==================== fetch_sequencer
fetch_sequencer, gate families picked out:
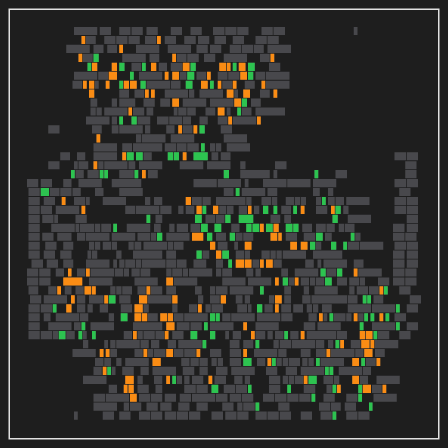

==> src/rtl/fetch_sequencer.sv <==
// fetch_sequencer: owns the fetch PC and sequences instruction fetch.
// The PC is word-addressed and advances only on an accepted fetch
// (RUN, memory ready, no stall). Redirects from EX (taken branch) and ID
// (jump/jr) are arbitrated with EX winning. A redirect that arrives while
// fetch cannot advance is parked and applied on the next accepted fetch.
//
// Ports:
//   clk          system clock; all state changes on posedge
//   reset        synchronous active-low reset
//   stall        hazard-unit stall; blocks fetch advance
//   imem_ready   instruction memory data valid for imem_addr
//   id_redirect  jump/jr resolved in ID, target on id_target
//   ex_redirect  taken branch resolved in EX, target on ex_target
//   halt         halt decoded; stop fetching after this fetch
//   imem_addr    byte address {pc, 2'b00}
//   imem_req     fetch request active
//   pc           current fetch PC (words)
//   if_valid     fetched word is correct-path; IF/ID may latch
//   flush_ifid   squash IF/ID this cycle
//   flush_idex   squash ID/EX this cycle
//   fetch_count  number of if_valid cycles, wraps mod 2^32
module fetch_sequencer #(
  parameter int unsigned    PC_W     = 30,
  parameter logic [PC_W-1:0] RESET_PC = '0
) (
  input  logic            clk,
  input  logic            reset,
  input  logic            stall,
  input  logic            imem_ready,
  input  logic            id_redirect,
  input  logic [PC_W-1:0] id_target,
  input  logic            ex_redirect,
  input  logic [PC_W-1:0] ex_target,
  input  logic            halt,
  output logic [31:0]     imem_addr,
  output logic            imem_req,
  output logic [PC_W-1:0] pc,
  output logic            if_valid,
  output logic            flush_ifid,
  output logic            flush_idex,
  output logic [31:0]     fetch_count
);

  typedef enum logic [1:0] {StIdle, StRun, StHalted} state_e;

  state_e          r_state, w_state_d;
  logic [PC_W-1:0] r_pc, w_pc_d;
  logic            r_pend_valid, w_pend_valid_d;
  logic            r_pend_from_ex, w_pend_from_ex_d;
  logic [PC_W-1:0] r_pend_target, w_pend_target_d;
  logic [31:0]     r_fetch_count;

  logic            w_run;
  logic            w_adv;
  logic            w_redir;
  logic [PC_W-1:0] w_redir_target;
  logic            w_fetch;

  assign w_run          = (r_state == StRun);
  assign w_adv          = w_run & imem_ready & ~stall;
  assign w_redir        = ex_redirect | id_redirect;
  // The branch in EX is older than the jump in ID, so it wins.
  assign w_redir_target = ex_redirect ? ex_target : id_target;
  assign w_fetch        = w_adv & ~w_redir & ~r_pend_valid;

  always_comb begin
    w_state_d        = r_state;
    w_pc_d           = r_pc;
    w_pend_valid_d   = r_pend_valid;
    w_pend_from_ex_d = r_pend_from_ex;
    w_pend_target_d  = r_pend_target;

    unique case (r_state)
      StIdle: w_state_d = StRun;
      StRun: begin
        if (w_adv) begin
          if (w_redir) begin
            // A live redirect supersedes anything parked.
            w_pc_d         = w_redir_target;
            w_pend_valid_d = 1'b0;
          end else if (r_pend_valid) begin
            w_pc_d         = r_pend_target;
            w_pend_valid_d = 1'b0;
          end else begin
            w_pc_d = r_pc + PC_W'(1);
            if (halt) w_state_d = StHalted;
          end
        end else if (ex_redirect) begin
          w_pend_valid_d   = 1'b1;
          w_pend_from_ex_d = 1'b1;
          w_pend_target_d  = ex_target;
        end else if (id_redirect && !(r_pend_valid && r_pend_from_ex)) begin
          // An ID redirect behind a parked EX redirect is wrong-path.
          w_pend_valid_d   = 1'b1;
          w_pend_from_ex_d = 1'b0;
          w_pend_target_d  = id_target;
        end
      end
      StHalted: w_state_d = StHalted;
      default:  w_state_d = StIdle;
    endcase
  end

  always_ff @(posedge clk) begin
    if (!reset) begin
      r_state        <= StIdle;
      r_pc           <= RESET_PC;
      r_pend_valid   <= 1'b0;
      r_pend_from_ex <= 1'b0;
      r_pend_target  <= '0;
      r_fetch_count  <= '0;
    end else begin
      r_state        <= w_state_d;
      r_pc           <= w_pc_d;
      r_pend_valid   <= w_pend_valid_d;
      r_pend_from_ex <= w_pend_from_ex_d;
      r_pend_target  <= w_pend_target_d;
      if (w_fetch) r_fetch_count <= r_fetch_count + 32'd1;
    end
  end

  assign imem_addr   = 32'({r_pc, 2'b00});
  assign imem_req    = w_run;
  assign pc          = r_pc;
  assign if_valid    = w_fetch;
  assign flush_ifid  = w_run & w_redir;
  assign flush_idex  = w_run & ex_redirect;
  assign fetch_count = r_fetch_count;

endmodule

==> config.mk <==
export PLATFORM = sky130hd
export DESIGN_NAME = fetch_sequencer
export DESIGN_NICKNAME = d
export VERILOG_FILES = /design/src/rtl/fetch_sequencer.sv
export SDC_FILE = /design/constraint.sdc
export NUM_CORES = 1
export LEC_CHECK = 0
export CORE_MARGIN = 5
export CORE_UTILIZATION = 40
export CTS_CLUSTER_DIAMETER = 40
export CTS_CLUSTER_SIZE = 10
export DETAILED_ROUTE_END_ITERATION = 8
export PLACE_DENSITY = 0.79
export RECOVER_POWER = 25
export SYNTH_ARGS = -nofsm -noshare
export SYNTH_HDL_FRONTEND = slang
export SYNTH_SLANG_ARGS = --single-unit
==> constraint.sdc <==
create_clock -name clk -period 2.85 [get_ports clk]
set_input_delay 0.855 -clock clk [delete_from_list [all_inputs] [get_ports clk]]
set_output_delay 0.855 -clock clk [all_outputs]
set_load 0.005 [all_outputs]
==================== booth_ctrl
===== src/rtl/booth_ctrl.sv =====
// -----------------------------------------------------------------------------
// booth_ctrl
// Sequencing controller for a radix-2 Booth multiplier datapath.
//
// A request on `start` (accepted only while idle) loads both operands and
// clears the accumulator. WIDTH_M evaluate/shift iterations follow, steering
// add/subtract from the multiplier's low bit pair. Finally the final-product
// register is enabled and held enabled until the next request is accepted.
//
// Optional feature macro: BOOTH_SKIP_EN
//   When defined, iterations whose bit pair is 2'b00 or 2'b11 skip the EVAL
//   cycle, going SHIFT->SHIFT (or LOAD->SHIFT). The datapath must present the
//   next pair on q0_q1 during LOAD and SHIFT. Latency becomes data dependent:
//   WIDTH_M+2 .. 2*WIDTH_M+2 cycles. When undefined, every iteration takes one
//   EVAL and one SHIFT cycle.
//
// Parameters
//   WIDTH_M  : operand width and Booth iteration count (>= 2)
//
// Ports
//   clk      : clock, rising edge active
//   reset    : synchronous active-high reset
//   start    : multiply request, sampled only in IDLE
//   q0_q1    : {Q0, Q-1} from the datapath multiplier register
//   ld_a     : load multiplicand register
//   ld_b     : load multiplier register and clear Q-1
//   clr_acc  : clear accumulator
//   add_en   : accumulator += multiplicand
//   sub_en   : accumulator -= multiplicand
//   shift_en : arithmetic shift right of {acc, Q, Q-1}
//   en_fp    : final-product register enable (held high to keep the result)
//   busy     : high whenever the controller is not idle
//   done     : one-cycle completion pulse
// -----------------------------------------------------------------------------
module booth_ctrl #(
   parameter int WIDTH_M = 16
) (
   input  logic       clk,
   input  logic       reset,
   input  logic       start,
   input  logic [1:0] q0_q1,
   output logic       ld_a,
   output logic       ld_b,
   output logic       clr_acc,
   output logic       add_en,
   output logic       sub_en,
   output logic       shift_en,
   output logic       en_fp,
   output logic       busy,
   output logic       done
);

   localparam int                CNT_W    = $clog2(WIDTH_M + 1);
   localparam logic [CNT_W-1:0]  CNT_LOAD = CNT_W'(WIDTH_M);
   localparam logic [CNT_W-1:0]  CNT_ONE  = CNT_W'(1);

   typedef enum logic [2:0] {
      S_IDLE  = 3'd0,
      S_LOAD  = 3'd1,
      S_EVAL  = 3'd2,
      S_SHIFT = 3'd3,
      S_FIN   = 3'd4
   } state_t;

   state_t           state;
   state_t           state_nxt;
   logic [CNT_W-1:0] cnt;
   logic [CNT_W-1:0] cnt_nxt;
   logic             vld;
   logic             vld_nxt;

`ifdef BOOTH_SKIP_EN
   // Equal bits in the pair mean neither add nor subtract: EVAL can be skipped.
   logic pair_nop;
   assign pair_nop = (q0_q1[1] == q0_q1[0]);
`endif

   // State register
   always_ff @(posedge clk) begin
      if (reset) begin
         state <= S_IDLE;
         cnt   <= '0;
         vld   <= 1'b0;
      end else begin
         state <= state_nxt;
         cnt   <= cnt_nxt;
         vld   <= vld_nxt;
      end
   end

   // Next-state and output decode
   always_comb begin
      state_nxt = state;
      cnt_nxt   = cnt;
      vld_nxt   = vld;
      ld_a      = 1'b0;
      ld_b      = 1'b0;
      clr_acc   = 1'b0;
      add_en    = 1'b0;
      sub_en    = 1'b0;
      shift_en  = 1'b0;
      en_fp     = 1'b0;
      done      = 1'b0;

      case (state)
         S_IDLE: begin
            // Keep the product register enabled while a result is held.
            en_fp = vld;
            if (start) begin
               state_nxt = S_LOAD;
            end
         end

         S_LOAD: begin
            ld_a    = 1'b1;
            ld_b    = 1'b1;
            clr_acc = 1'b1;
            cnt_nxt = CNT_LOAD;
            // Dropping vld drops en_fp, which clears the product register.
            vld_nxt = 1'b0;
`ifdef BOOTH_SKIP_EN
            state_nxt = pair_nop ? S_SHIFT : S_EVAL;
`else
            state_nxt = S_EVAL;
`endif
         end

         S_EVAL: begin
            add_en    = (q0_q1 == 2'b01);
            sub_en    = (q0_q1 == 2'b10);
            state_nxt = S_SHIFT;
         end

         S_SHIFT: begin
            shift_en = 1'b1;
            cnt_nxt  = cnt - CNT_ONE;
            // "<=" rather than "==" so a corrupted zero count still terminates.
            if (cnt <= CNT_ONE) begin
               state_nxt = S_FIN;
`ifdef BOOTH_SKIP_EN
            end else if (pair_nop) begin
               state_nxt = S_SHIFT;
`endif
            end else begin
               state_nxt = S_EVAL;
            end
         end

         S_FIN: begin
            en_fp     = 1'b1;
            done      = 1'b1;
            vld_nxt   = 1'b1;
            state_nxt = S_IDLE;
         end

         default: begin
            state_nxt = S_IDLE;
         end
      endcase
   end

   assign busy = (state != S_IDLE);

endmodule


===== config.mk =====
export PLATFORM = sky130hd
export DESIGN_NAME = booth_ctrl
export DESIGN_NICKNAME = d
export VERILOG_FILES = /design/src/rtl/booth_ctrl.sv
export SDC_FILE = /design/constraint.sdc
export NUM_CORES = 1
export LEC_CHECK = 0
export CAP_MARGIN = 20
export CORE_MARGIN = 4
export CORE_UTILIZATION = 30
export CTS_CLUSTER_SIZE = 14
export DETAILED_ROUTE_END_ITERATION = 16
export PLACE_DENSITY = 0.51
export RECOVER_POWER = 100
export SYNTH_ARGS = -nofsm -noshare
export SYNTH_HDL_FRONTEND = slang
export SYNTH_SLANG_ARGS = --single-unit

===== constraint.sdc =====
create_clock -name clk -period 1.7 [get_ports clk]
set_input_delay 0.17 -clock clk [delete_from_list [all_inputs] [get_ports clk]]
set_output_delay 0.17 -clock clk [all_outputs]
set_load 0.02 [all_outputs]

==================== quad_step_decoder_flat
[src/rtl/quad_step_decoder_if.sv]
// quad_step_decoder_if: phase inputs, clear and decoded outputs
// of the quadrature decoder, bundled for master/slave use.
interface quad_step_decoder_if #(
    parameter int WIDTH = 3
);
    logic             a_in;
    logic             b_in;
    logic             clr;
    logic             step;
    logic             dir;
    logic [WIDTH-1:0] pos;
    logic             err;

    modport master (
        output a_in, b_in, clr,
        input  step, dir, pos, err
    );

    modport slave (
        input  a_in, b_in, clr,
        output step, dir, pos, err
    );
endinterface

[src/rtl/quad_step_decoder.sv]
// quad_step_decoder: A/B quadrature decoder with step/dir and wrapping pos.
// Optional 4-cycle glitch filter enabled by defining QDEC_GLITCH_FILTER_EN.
module quad_step_decoder #(
    parameter int WIDTH       = 3,
    parameter int SYNC_STAGES = 2
) (
    input logic                clk,
    input logic                rst,
    quad_step_decoder_if.slave bus
);
`ifdef QDEC_GLITCH_FILTER_EN
    localparam int FILT = 4;
`else
    localparam int FILT = 0;
`endif
    localparam int INIT_LAST = SYNC_STAGES + FILT;

    typedef enum logic {
        S_INIT,
        S_TRACK
    } state_t;

    logic [SYNC_STAGES-1:0] r_a_sync;
    logic [SYNC_STAGES-1:0] r_b_sync;
    logic [1:0]             w_ph;
    logic [1:0]             w_ph_q;
    state_t                 r_state;
    logic [3:0]             r_cnt;
    logic [1:0]             r_prev;
    logic                   r_step;
    logic                   r_dir;
    logic                   r_err;
    logic [WIDTH-1:0]       r_pos;
    logic [1:0]             w_delta;

    // Position of a phase pair along the forward Gray cycle.
    function automatic logic [1:0] f_idx(
        input logic [1:0] p
    );
        case (p)
            2'b00:   return 2'd0;
            2'b10:   return 2'd1;
            2'b11:   return 2'd2;
            default: return 2'd3;
        endcase
    endfunction

    always_ff @(posedge clk or negedge rst) begin
        if (!rst) begin
            r_a_sync <= '0;
            r_b_sync <= '0;
        end else begin
            r_a_sync <= {r_a_sync[SYNC_STAGES-2:0], bus.a_in};
            r_b_sync <= {r_b_sync[SYNC_STAGES-2:0], bus.b_in};
        end
    end

    assign w_ph = {r_a_sync[SYNC_STAGES-1],
                   r_b_sync[SYNC_STAGES-1]};

`ifdef QDEC_GLITCH_FILTER_EN
    logic [1:0] r_h0;
    logic [1:0] r_h1;
    logic [1:0] r_h2;
    logic [1:0] r_filt;

    // Pass ph only once it has been seen on 4 consecutive edges.
    always_ff @(posedge clk or negedge rst) begin
        if (!rst) begin
            r_h0   <= 2'b00;
            r_h1   <= 2'b00;
            r_h2   <= 2'b00;
            r_filt <= 2'b00;
        end else begin
            r_h0 <= w_ph;
            r_h1 <= r_h0;
            r_h2 <= r_h1;
            if (w_ph == r_h0 && r_h0 == r_h1 && r_h1 == r_h2)
                r_filt <= w_ph;
        end
    end

    assign w_ph_q = r_filt;
`else
    assign w_ph_q = w_ph;
`endif

    // 1 = forward, 3 = reverse, 2 = both bits changed.
    assign w_delta = f_idx(w_ph_q) - f_idx(r_prev);

    always_ff @(posedge clk or negedge rst) begin
        if (!rst) begin
            r_state <= S_INIT;
            r_cnt   <= 4'd0;
            r_prev  <= 2'b00;
            r_step  <= 1'b0;
            r_dir   <= 1'b0;
            r_err   <= 1'b0;
            r_pos   <= '0;
        end else begin
            r_step <= 1'b0;
            r_prev <= w_ph_q;
            case (r_state)
                S_INIT: begin
                    if (r_cnt == 4'(INIT_LAST))
                        r_state <= S_TRACK;
                    else
                        r_cnt <= r_cnt + 4'd1;
                end
                S_TRACK: begin
                    case (w_delta)
                        2'd1: begin
                            r_step <= 1'b1;
                            r_dir  <= 1'b1;
                            r_pos  <= r_pos + WIDTH'(1);
                        end
                        2'd3: begin
                            r_step <= 1'b1;
                            r_dir  <= 1'b0;
                            r_pos  <= r_pos - WIDTH'(1);
                        end
                        2'd2:    r_err <= 1'b1;
                        default: ;
                    endcase
                    if (bus.clr) begin
                        r_pos <= '0;
                        r_err <= 1'b0;
                    end
                end
                default: r_state <= S_INIT;
            endcase
        end
    end

    assign bus.step = r_step;
    assign bus.dir  = r_dir;
    assign bus.pos  = r_pos;
    assign bus.err  = r_err;
endmodule

[src/flat_wrapper.sv]
// flat-port wrapper written by rule: the top's interface ports become plain ports
module quad_step_decoder_flat 
#(
    parameter int WIDTH       = 3,
    parameter int SYNC_STAGES = 2
)
  (clk, rst, bus_a_in, bus_b_in, bus_clr, bus_step, bus_dir, bus_pos, bus_err);
  quad_step_decoder_if #(.WIDTH(WIDTH)) bus_i ();
  input logic clk;
  input logic rst;
  input wire logic [$bits(bus_i.a_in)-1:0] bus_a_in;
  input wire logic [$bits(bus_i.b_in)-1:0] bus_b_in;
  input wire logic [$bits(bus_i.clr)-1:0] bus_clr;
  output wire logic [$bits(bus_i.step)-1:0] bus_step;
  output wire logic [$bits(bus_i.dir)-1:0] bus_dir;
  output wire logic [$bits(bus_i.pos)-1:0] bus_pos;
  output wire logic [$bits(bus_i.err)-1:0] bus_err;
  assign bus_i.a_in = bus_a_in;
  assign bus_i.b_in = bus_b_in;
  assign bus_i.clr = bus_clr;
  assign bus_step = bus_i.step;
  assign bus_dir = bus_i.dir;
  assign bus_pos = bus_i.pos;
  assign bus_err = bus_i.err;
  quad_step_decoder #(.WIDTH(WIDTH), .SYNC_STAGES(SYNC_STAGES)) u_core (.clk(clk), .rst(rst), .bus(bus_i));
endmodule
[config.mk]
export PLATFORM = sky130hd
export DESIGN_NAME = quad_step_decoder_flat
export DESIGN_NICKNAME = d
export VERILOG_FILES = /design/src/rtl/quad_step_decoder_if.sv /design/src/rtl/quad_step_decoder.sv /design/src/flat_wrapper.sv
export SDC_FILE = /design/constraint.sdc
export NUM_CORES = 1
export LEC_CHECK = 0
export CAP_MARGIN = 20
export CORE_MARGIN = 2
export CORE_UTILIZATION = 46
export DETAILED_ROUTE_END_ITERATION = 12
export PLACE_DENSITY = 0.72
export SETUP_SLACK_MARGIN = 0.4
export SKIP_CTS_REPAIR_TIMING = 1
export SLEW_MARGIN = 20
export SYNTH_ARGS = -nofsm -noshare
export SYNTH_HDL_FRONTEND = slang
export SYNTH_SLANG_ARGS = --single-unit
[constraint.sdc]
create_clock -name clk -period 2.45 [get_ports clk]
set_clock_uncertainty 0.05 [all_clocks]
set_input_delay 0.245 -clock clk [delete_from_list [all_inputs] [get_ports clk]]
set_output_delay 0.245 -clock clk [all_outputs]
set_load 0.01 [all_outputs]
booth_ctrl, where the registers sit:
The bar under the picture is 10 um long. Other sequential cells in the stronger grey, the rest of the logic in the fainter grey.
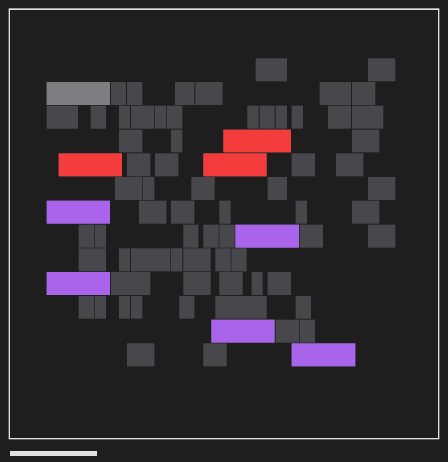
- red: state (placed flops 3)
- purple: cnt (placed flops 5)
- not coloured: 1

booth_ctrl, track usage over the die:
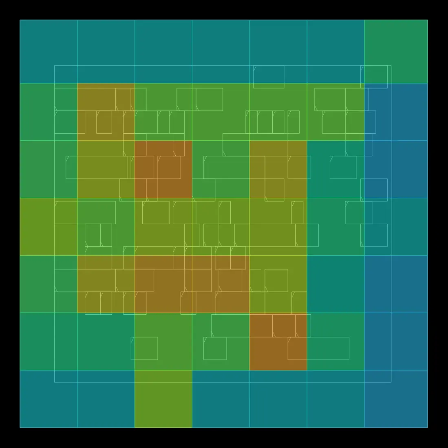
drt wl/cell: 12.1 um
overall fraction of global-route tracks in use: 0.0972
layer with the highest usage after global routing: met2
met2 track utilization from global routing: 0.130
final core utilization: 0.421

==> impl_table.tex, booth_ctrl <==
% Synthesis and place-and-route results
\begin{tabular}{lr}
\hline
Metric & Value \\
\hline
\multicolumn{2}{l}{\textbf{Synth}} \\
\quad Fraction of the yosys area taken by sequential cells & 0.357 \\
\quad Proportion of synthesized area in mux cells & 0 \\
\quad Fraction of registers with async set/reset & 0 \\
\quad AO/OA Area Share & 0.213 \\
\quad XOR/XNOR Fraction of Synth Area & 0 \\
\quad Cell count listed in synth\_stat.txt & 61 \\
\quad Mapped Avg Cell Area & 8.27 um2 \\
\multicolumn{2}{l}{\textbf{Outcome}} \\
\quad Run status & complete, no violations \\
\multicolumn{2}{l}{\textbf{Critical path}} \\
\quad Critical path origin & state[2]\$\_SDFFE\_PP0P\_ \\
\quad Type of the setup path with the least slack & flip-flop to output pin \\
\multicolumn{2}{l}{\textbf{Global routing}} \\
\quad Global-route wire length before repair & approximately 1.8 mm \\
\multicolumn{2}{l}{\textbf{Power and ir drop}} \\
\quad Static Leak & 0.273 nW \\
\quad Peak VDD IR & 0.000355 V \\
\multicolumn{2}{l}{\textbf{Place}} \\
\quad Setup WS pre-CTS & 77.4 ps \\
\multicolumn{2}{l}{\textbf{Cells and area}} \\
\quad Post-route insts no fill & 92 \\
\quad Largest cell class by area & combinational gates \\
\multicolumn{2}{l}{\textbf{Worst hold path}} \\
\quad Type of the tightest min-delay check & flip-flop to flip-flop \\
\multicolumn{2}{l}{\textbf{Route}} \\
\quad Initial DRC Count & 11 \\
\hline
\end{tabular}
booth_ctrl: worst min-delay path by stage:
stage,from,end,slack (ps)
finish,cnt[1]$_SDFFE_PP0P_,cnt[1]$_SDFFE_PP0P_,490
global route,cnt[1]$_SDFFE_PP0P_,cnt[1]$_SDFFE_PP0P_,530
CTS,cnt[1]$_SDFFE_PP0P_,cnt[1]$_SDFFE_PP0P_,490
detailed placement,cnt[1]$_SDFFE_PP0P_,cnt[1]$_SDFFE_PP0P_,480
global placement,vld$_SDFFE_PP0P_,vld$_SDFFE_PP0P_,480
floorplan,start,state[0]$_SDFFE_PP0P_,320
booth_ctrl: layer usage:
metal / wire length [um] / GRT usage / vias up
li1: - / - / 242
met1: 540 / 0.120 / 211
met2: 473 / 0.130 / 16
met3: 89 / 0.0550 / 2
met4: 12 / 0.0538 / 0
met5: 0 / 0 / -
booth_ctrl: report_power, final:
part	total (W)	internal, W	switching, W
registers	0.000238	0.000223	0.0000152
logic	0.000110	0.0000513	0.0000591
clock network	0.000165	0.0000904	0.0000742
total	0.000513	0.000364	0.000148
booth_ctrl: registers in the layout, indices dropped and copies added, names as in the netlist:
name	flops
vld	1
cnt	5
state	3
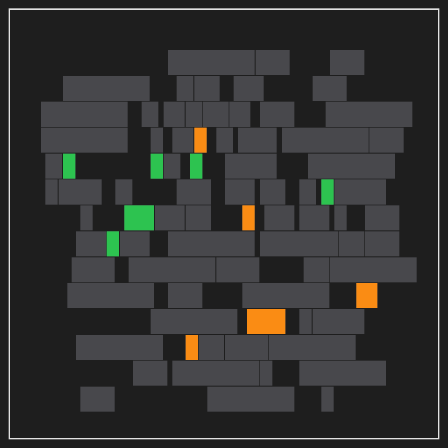
quad_step_decoder_flat: gate families picked out
- orange: nor cells (cells 5; most used nor2_1)
- green: nand cells (cells 6; most used nand2_1)

quad_step_decoder_flat, metal layers overlaid:
The bar under the picture is 10 um long. Only two layers are drawn.
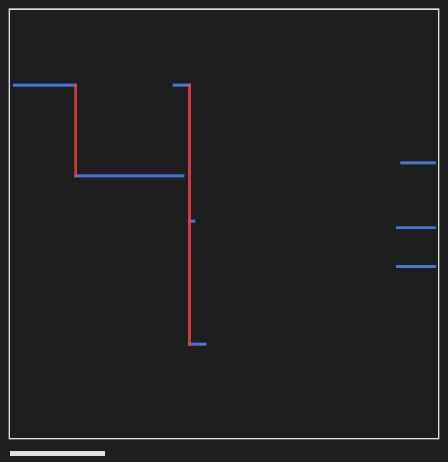
- blue: metal 3 (wire length 32.4 um)
- red: metal 4 (wire length 36.7 um)

==> impl_table.tex, quad_step_decoder_flat <==
% Synthesis and place-and-route results
\begin{tabular}{lr}
\hline
Metric & Value \\
\hline
\multicolumn{2}{l}{\textbf{Timing}} \\
\quad Finish-stage setup viols & 0 \\
\quad Max-slew violation count & 0 \\
\quad Minimum clock period after layout & 2430 ps \\
\multicolumn{2}{l}{\textbf{Cells and area}} \\
\quad Layout buffering overhead excluding clock cells & 0.127 \\
\quad ClkCell Share & 0.0285 \\
\quad Post-route insts no fill & 97 \\
\quad Design Area, Final & 965 um2 \\
\multicolumn{2}{l}{\textbf{Synth}} \\
\quad Biggest area consumer among synthesized cells & sky130\_fd\_sc\_hd\_\_dfrtp\_1 \\
\quad Top cells by instance count after synthesis & 17 x sky130\_fd\_sc\_hd\_\_dfrtp\_1, 8 x sky130\_fd\_sc\_hd\_\_ha\_1, 7 x sky130\_fd\_sc\_hd\_\_inv\_1 \\
\quad Combined area of all synthesized cells & around 770 um2 \\
\multicolumn{2}{l}{\textbf{Global routing}} \\
\quad Pin count of the biggest net entering global routing & 18 \\
\multicolumn{2}{l}{\textbf{Die}} \\
\quad Placement row count & 14 \\
\multicolumn{2}{l}{\textbf{Critical path}} \\
\quad Critical Path Start Type & flip-flop \\
\multicolumn{2}{l}{\textbf{Outcome}} \\
\quad Run status & complete, no violations \\
\multicolumn{2}{l}{\textbf{Place}} \\
\quad Weighted congestion reported at the end of routability-driven placement & a little over 0.7 \\
\quad HPWL Detailed & 845 um \\
\multicolumn{2}{l}{\textbf{Route}} \\
\quad Number of vias per cell & 5.08 \\
\multicolumn{2}{l}{\textbf{Power and ir drop}} \\
\quad Psw & 0.000193 W \\
\multicolumn{2}{l}{\textbf{Clocking}} \\
\quad Number of CTS-inserted buffers & 3 \\
\hline
\end{tabular}
-- quad_step_decoder_flat: logic make-up (layout without fill, tap and decap cells) --
logic type,after synthesis,in the layout,share of synthesized area
xor+xnor,7,7,0.0972
flops,17,17,0.551
mux,1,1,0.0130
compound gates,11,11,0.0827
buf+inv,7,24,0.0340
fa+ha+maj,8,8,0.130
simple gates,13,13,0.0924
-- quad_step_decoder_flat: power by group through the flow --
stage | Combinational (W) | Clock, W | Sequential [W]
finish | 0.000198 | 0.000148 | 0.000333
global route | 0.000216 | 0.000164 | 0.000336
CTS | 0.000190 | 0.000150 | 0.000333
detailed placement | 0.000188 | 0 | 0.000338
global placement | 0.000185 | 0 | 0.000336
floorplan | 0.0000905 | 0 | 0.000348
-- quad_step_decoder_flat: per-layer routing --
layer | routed length (um) | GRT usage | up-vias
met2 | 614 | 0.203 | 7
met3 | 32 | 0.0240 | 5
li1 | - | - | 246
met1 | 519 | 0.161 | 235
met4 | 36 | 0.106 | 0
met5 | 0 | 0 | -
fetch_sequencer, where the registers sit:
The bar under the picture is 50 um long. Other sequential cells in the stronger grey, the rest of the logic in the fainter grey.
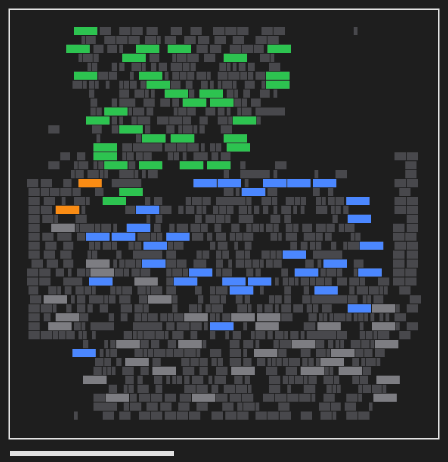
- blue: pc (placed flops 30)
- green: fetch_count (placed flops 32)
- orange: r_state (placed flops 2)
- not coloured: 32

About 'gate families picked out' of fetch_sequencer:
- green: nand cells (cells 115; most used nand2_1)
- orange: nor cells (cells 132; most used nor2_1; where widely spread)

==> impl_table.tex, fetch_sequencer <==
% Synthesis and place-and-route results
\begin{tabular}{lr}
\hline
Metric & Value \\
\hline
\multicolumn{2}{l}{\textbf{Route}} \\
\quad Drt wl/cell & 17.7 um \\
\quad Via count & 5999 \\
\quad Initial DRC Count & 632 \\
\quad Number of vias per cell & around 5.8 \\
\quad TritonRoute pass-1 iters & 5 \\
\quad Antenna Violating Nets Remaining & 0 \\
\multicolumn{2}{l}{\textbf{Cells and area}} \\
\quad Design Area, Final & approximately 7700 um2 \\
\quad Number of nets in the final layout & 926 \\
\quad Largest cell class by area & combinational gates \\
\quad ClkCell Share & 0.0383 \\
\multicolumn{2}{l}{\textbf{Global routing}} \\
\quad Grt ovf & 0 \\
\quad Overall fraction of global-route tracks in use & 0.213 \\
\multicolumn{2}{l}{\textbf{Clocking}} \\
\quad Number of CTS-inserted buffers & 9 \\
\quad Clock Latency Late Sink & roughly 350 ps \\
\multicolumn{2}{l}{\textbf{Outcome}} \\
\quad Run status & complete, no violations \\
\multicolumn{2}{l}{\textbf{Place}} \\
\quad Setup WS pre-CTS & -315 ps \\
\quad Weighted congestion reported at the end of routability-driven placement & 0.891 \\
\multicolumn{2}{l}{\textbf{Critical path}} \\
\quad Critical path arrival & 1920 ps \\
\quad Critical path origin & stall \\
\quad Reg2Reg Launch Point & pc[1]\$\_SDFFE\_PN0P\_ \\
\multicolumn{2}{l}{\textbf{Die}} \\
\quad Placement row count & 44 \\
\quad Core region area & 14400 um2 \\
\multicolumn{2}{l}{\textbf{Synth}} \\
\quad Most common cell in the netlist & sky130\_fd\_sc\_hd\_\_dfxtp\_1 \\
\multicolumn{2}{l}{\textbf{Timing}} \\
\quad Fraction of the cycle the final worst path needs & 0.974 \\
\hline
\end{tabular}
-- fetch_sequencer: metal layers --
metal | vias up | global-route usage | wire length, um
met1 | 2840 | 0.295 | 7940
met2 | 245 | 0.346 | 8760
met4 | 0 | 0.0666 | 331
met3 | 19 | 0.0291 | 1410
met5 | - | 0 | 0
li1 | 2895 | - | -
-- fetch_sequencer: power by group --
part	internal, W	switching [W]
Clock	0.000700	0.000530
Combinational	0.000601	0.000605
Sequential	0.00155	0.000192
-- fetch_sequencer: repair_timing --
item                                    CTS  global route
gates resized                             5             0
endpoints found under the setup margin    2             0
setup buffers                             1             0
-- fetch_sequencer: cells by family after synthesis --
logic type,Yosys count,synth area share
muxes,29,0.0505
and+or+nand+nor,287,0.257
buffers and inverters,107,0.0927
DFF,96,0.333
xor gates and xnor gates,35,0.0531
adders and majority gates,4,0.00867
other,1,0.000649
AOI/OAI and AO/OA,178,0.204
-- fetch_sequencer: sequential cells by signal, indices dropped and copies added, names as in the netlist --
signal          flops
fetch_count        32
pc                 30
r_pend_from_ex      1
r_pend_target      30
r_pend_valid        1
r_state             2
-- fetch_sequencer: critical path: cells and delay by family --
kind,cells,cell delay (ps)
AND/OR/NAND/NOR,2,260
buffers and inverters,3,790


==> layout pictures side by side <==
Cells coloured by class.
shot_01.png
The bar under the picture is 10 um long.
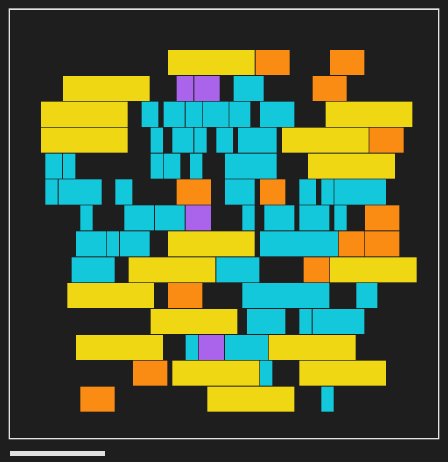
shot_02.png
The bar under the picture is 50 um long.
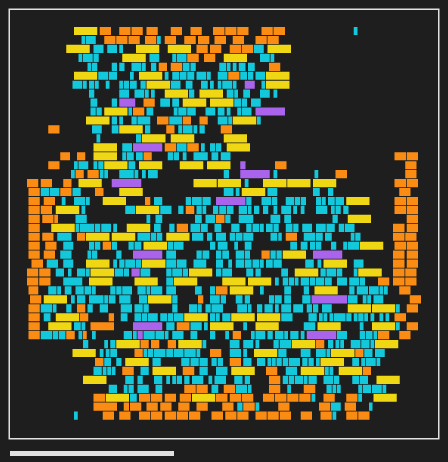
shot_03.png
The bar under the picture is 10 um long.
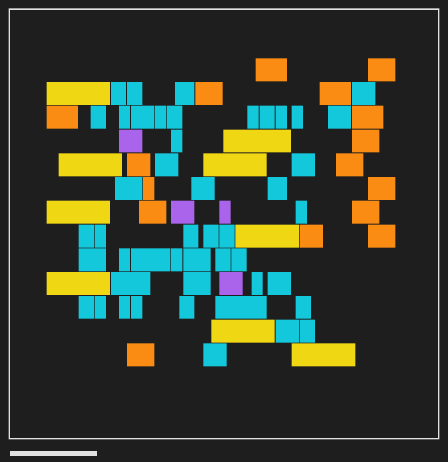
For quad_step_decoder_flat, see shot_01.png.
For fetch_sequencer, see shot_02.png.
For booth_ctrl, see shot_03.png.
The one with the fewest sequential cells is shot_03.png.
The one with the most sequential cells is shot_02.png.

Key to shot_03.png:
- cyan: combinational and other logic (cells 47; share of their area 45%)
- purple: clock drivers and dummy loads (cells 4; share of their area 4.2%)
- orange: remaining buffers and delay cells (cells 16; share of their area 22%)
- yellow: sequential cells (cells 9; share of their area 29%)

No activity file was given, so power comes from the tool's default toggle rates.
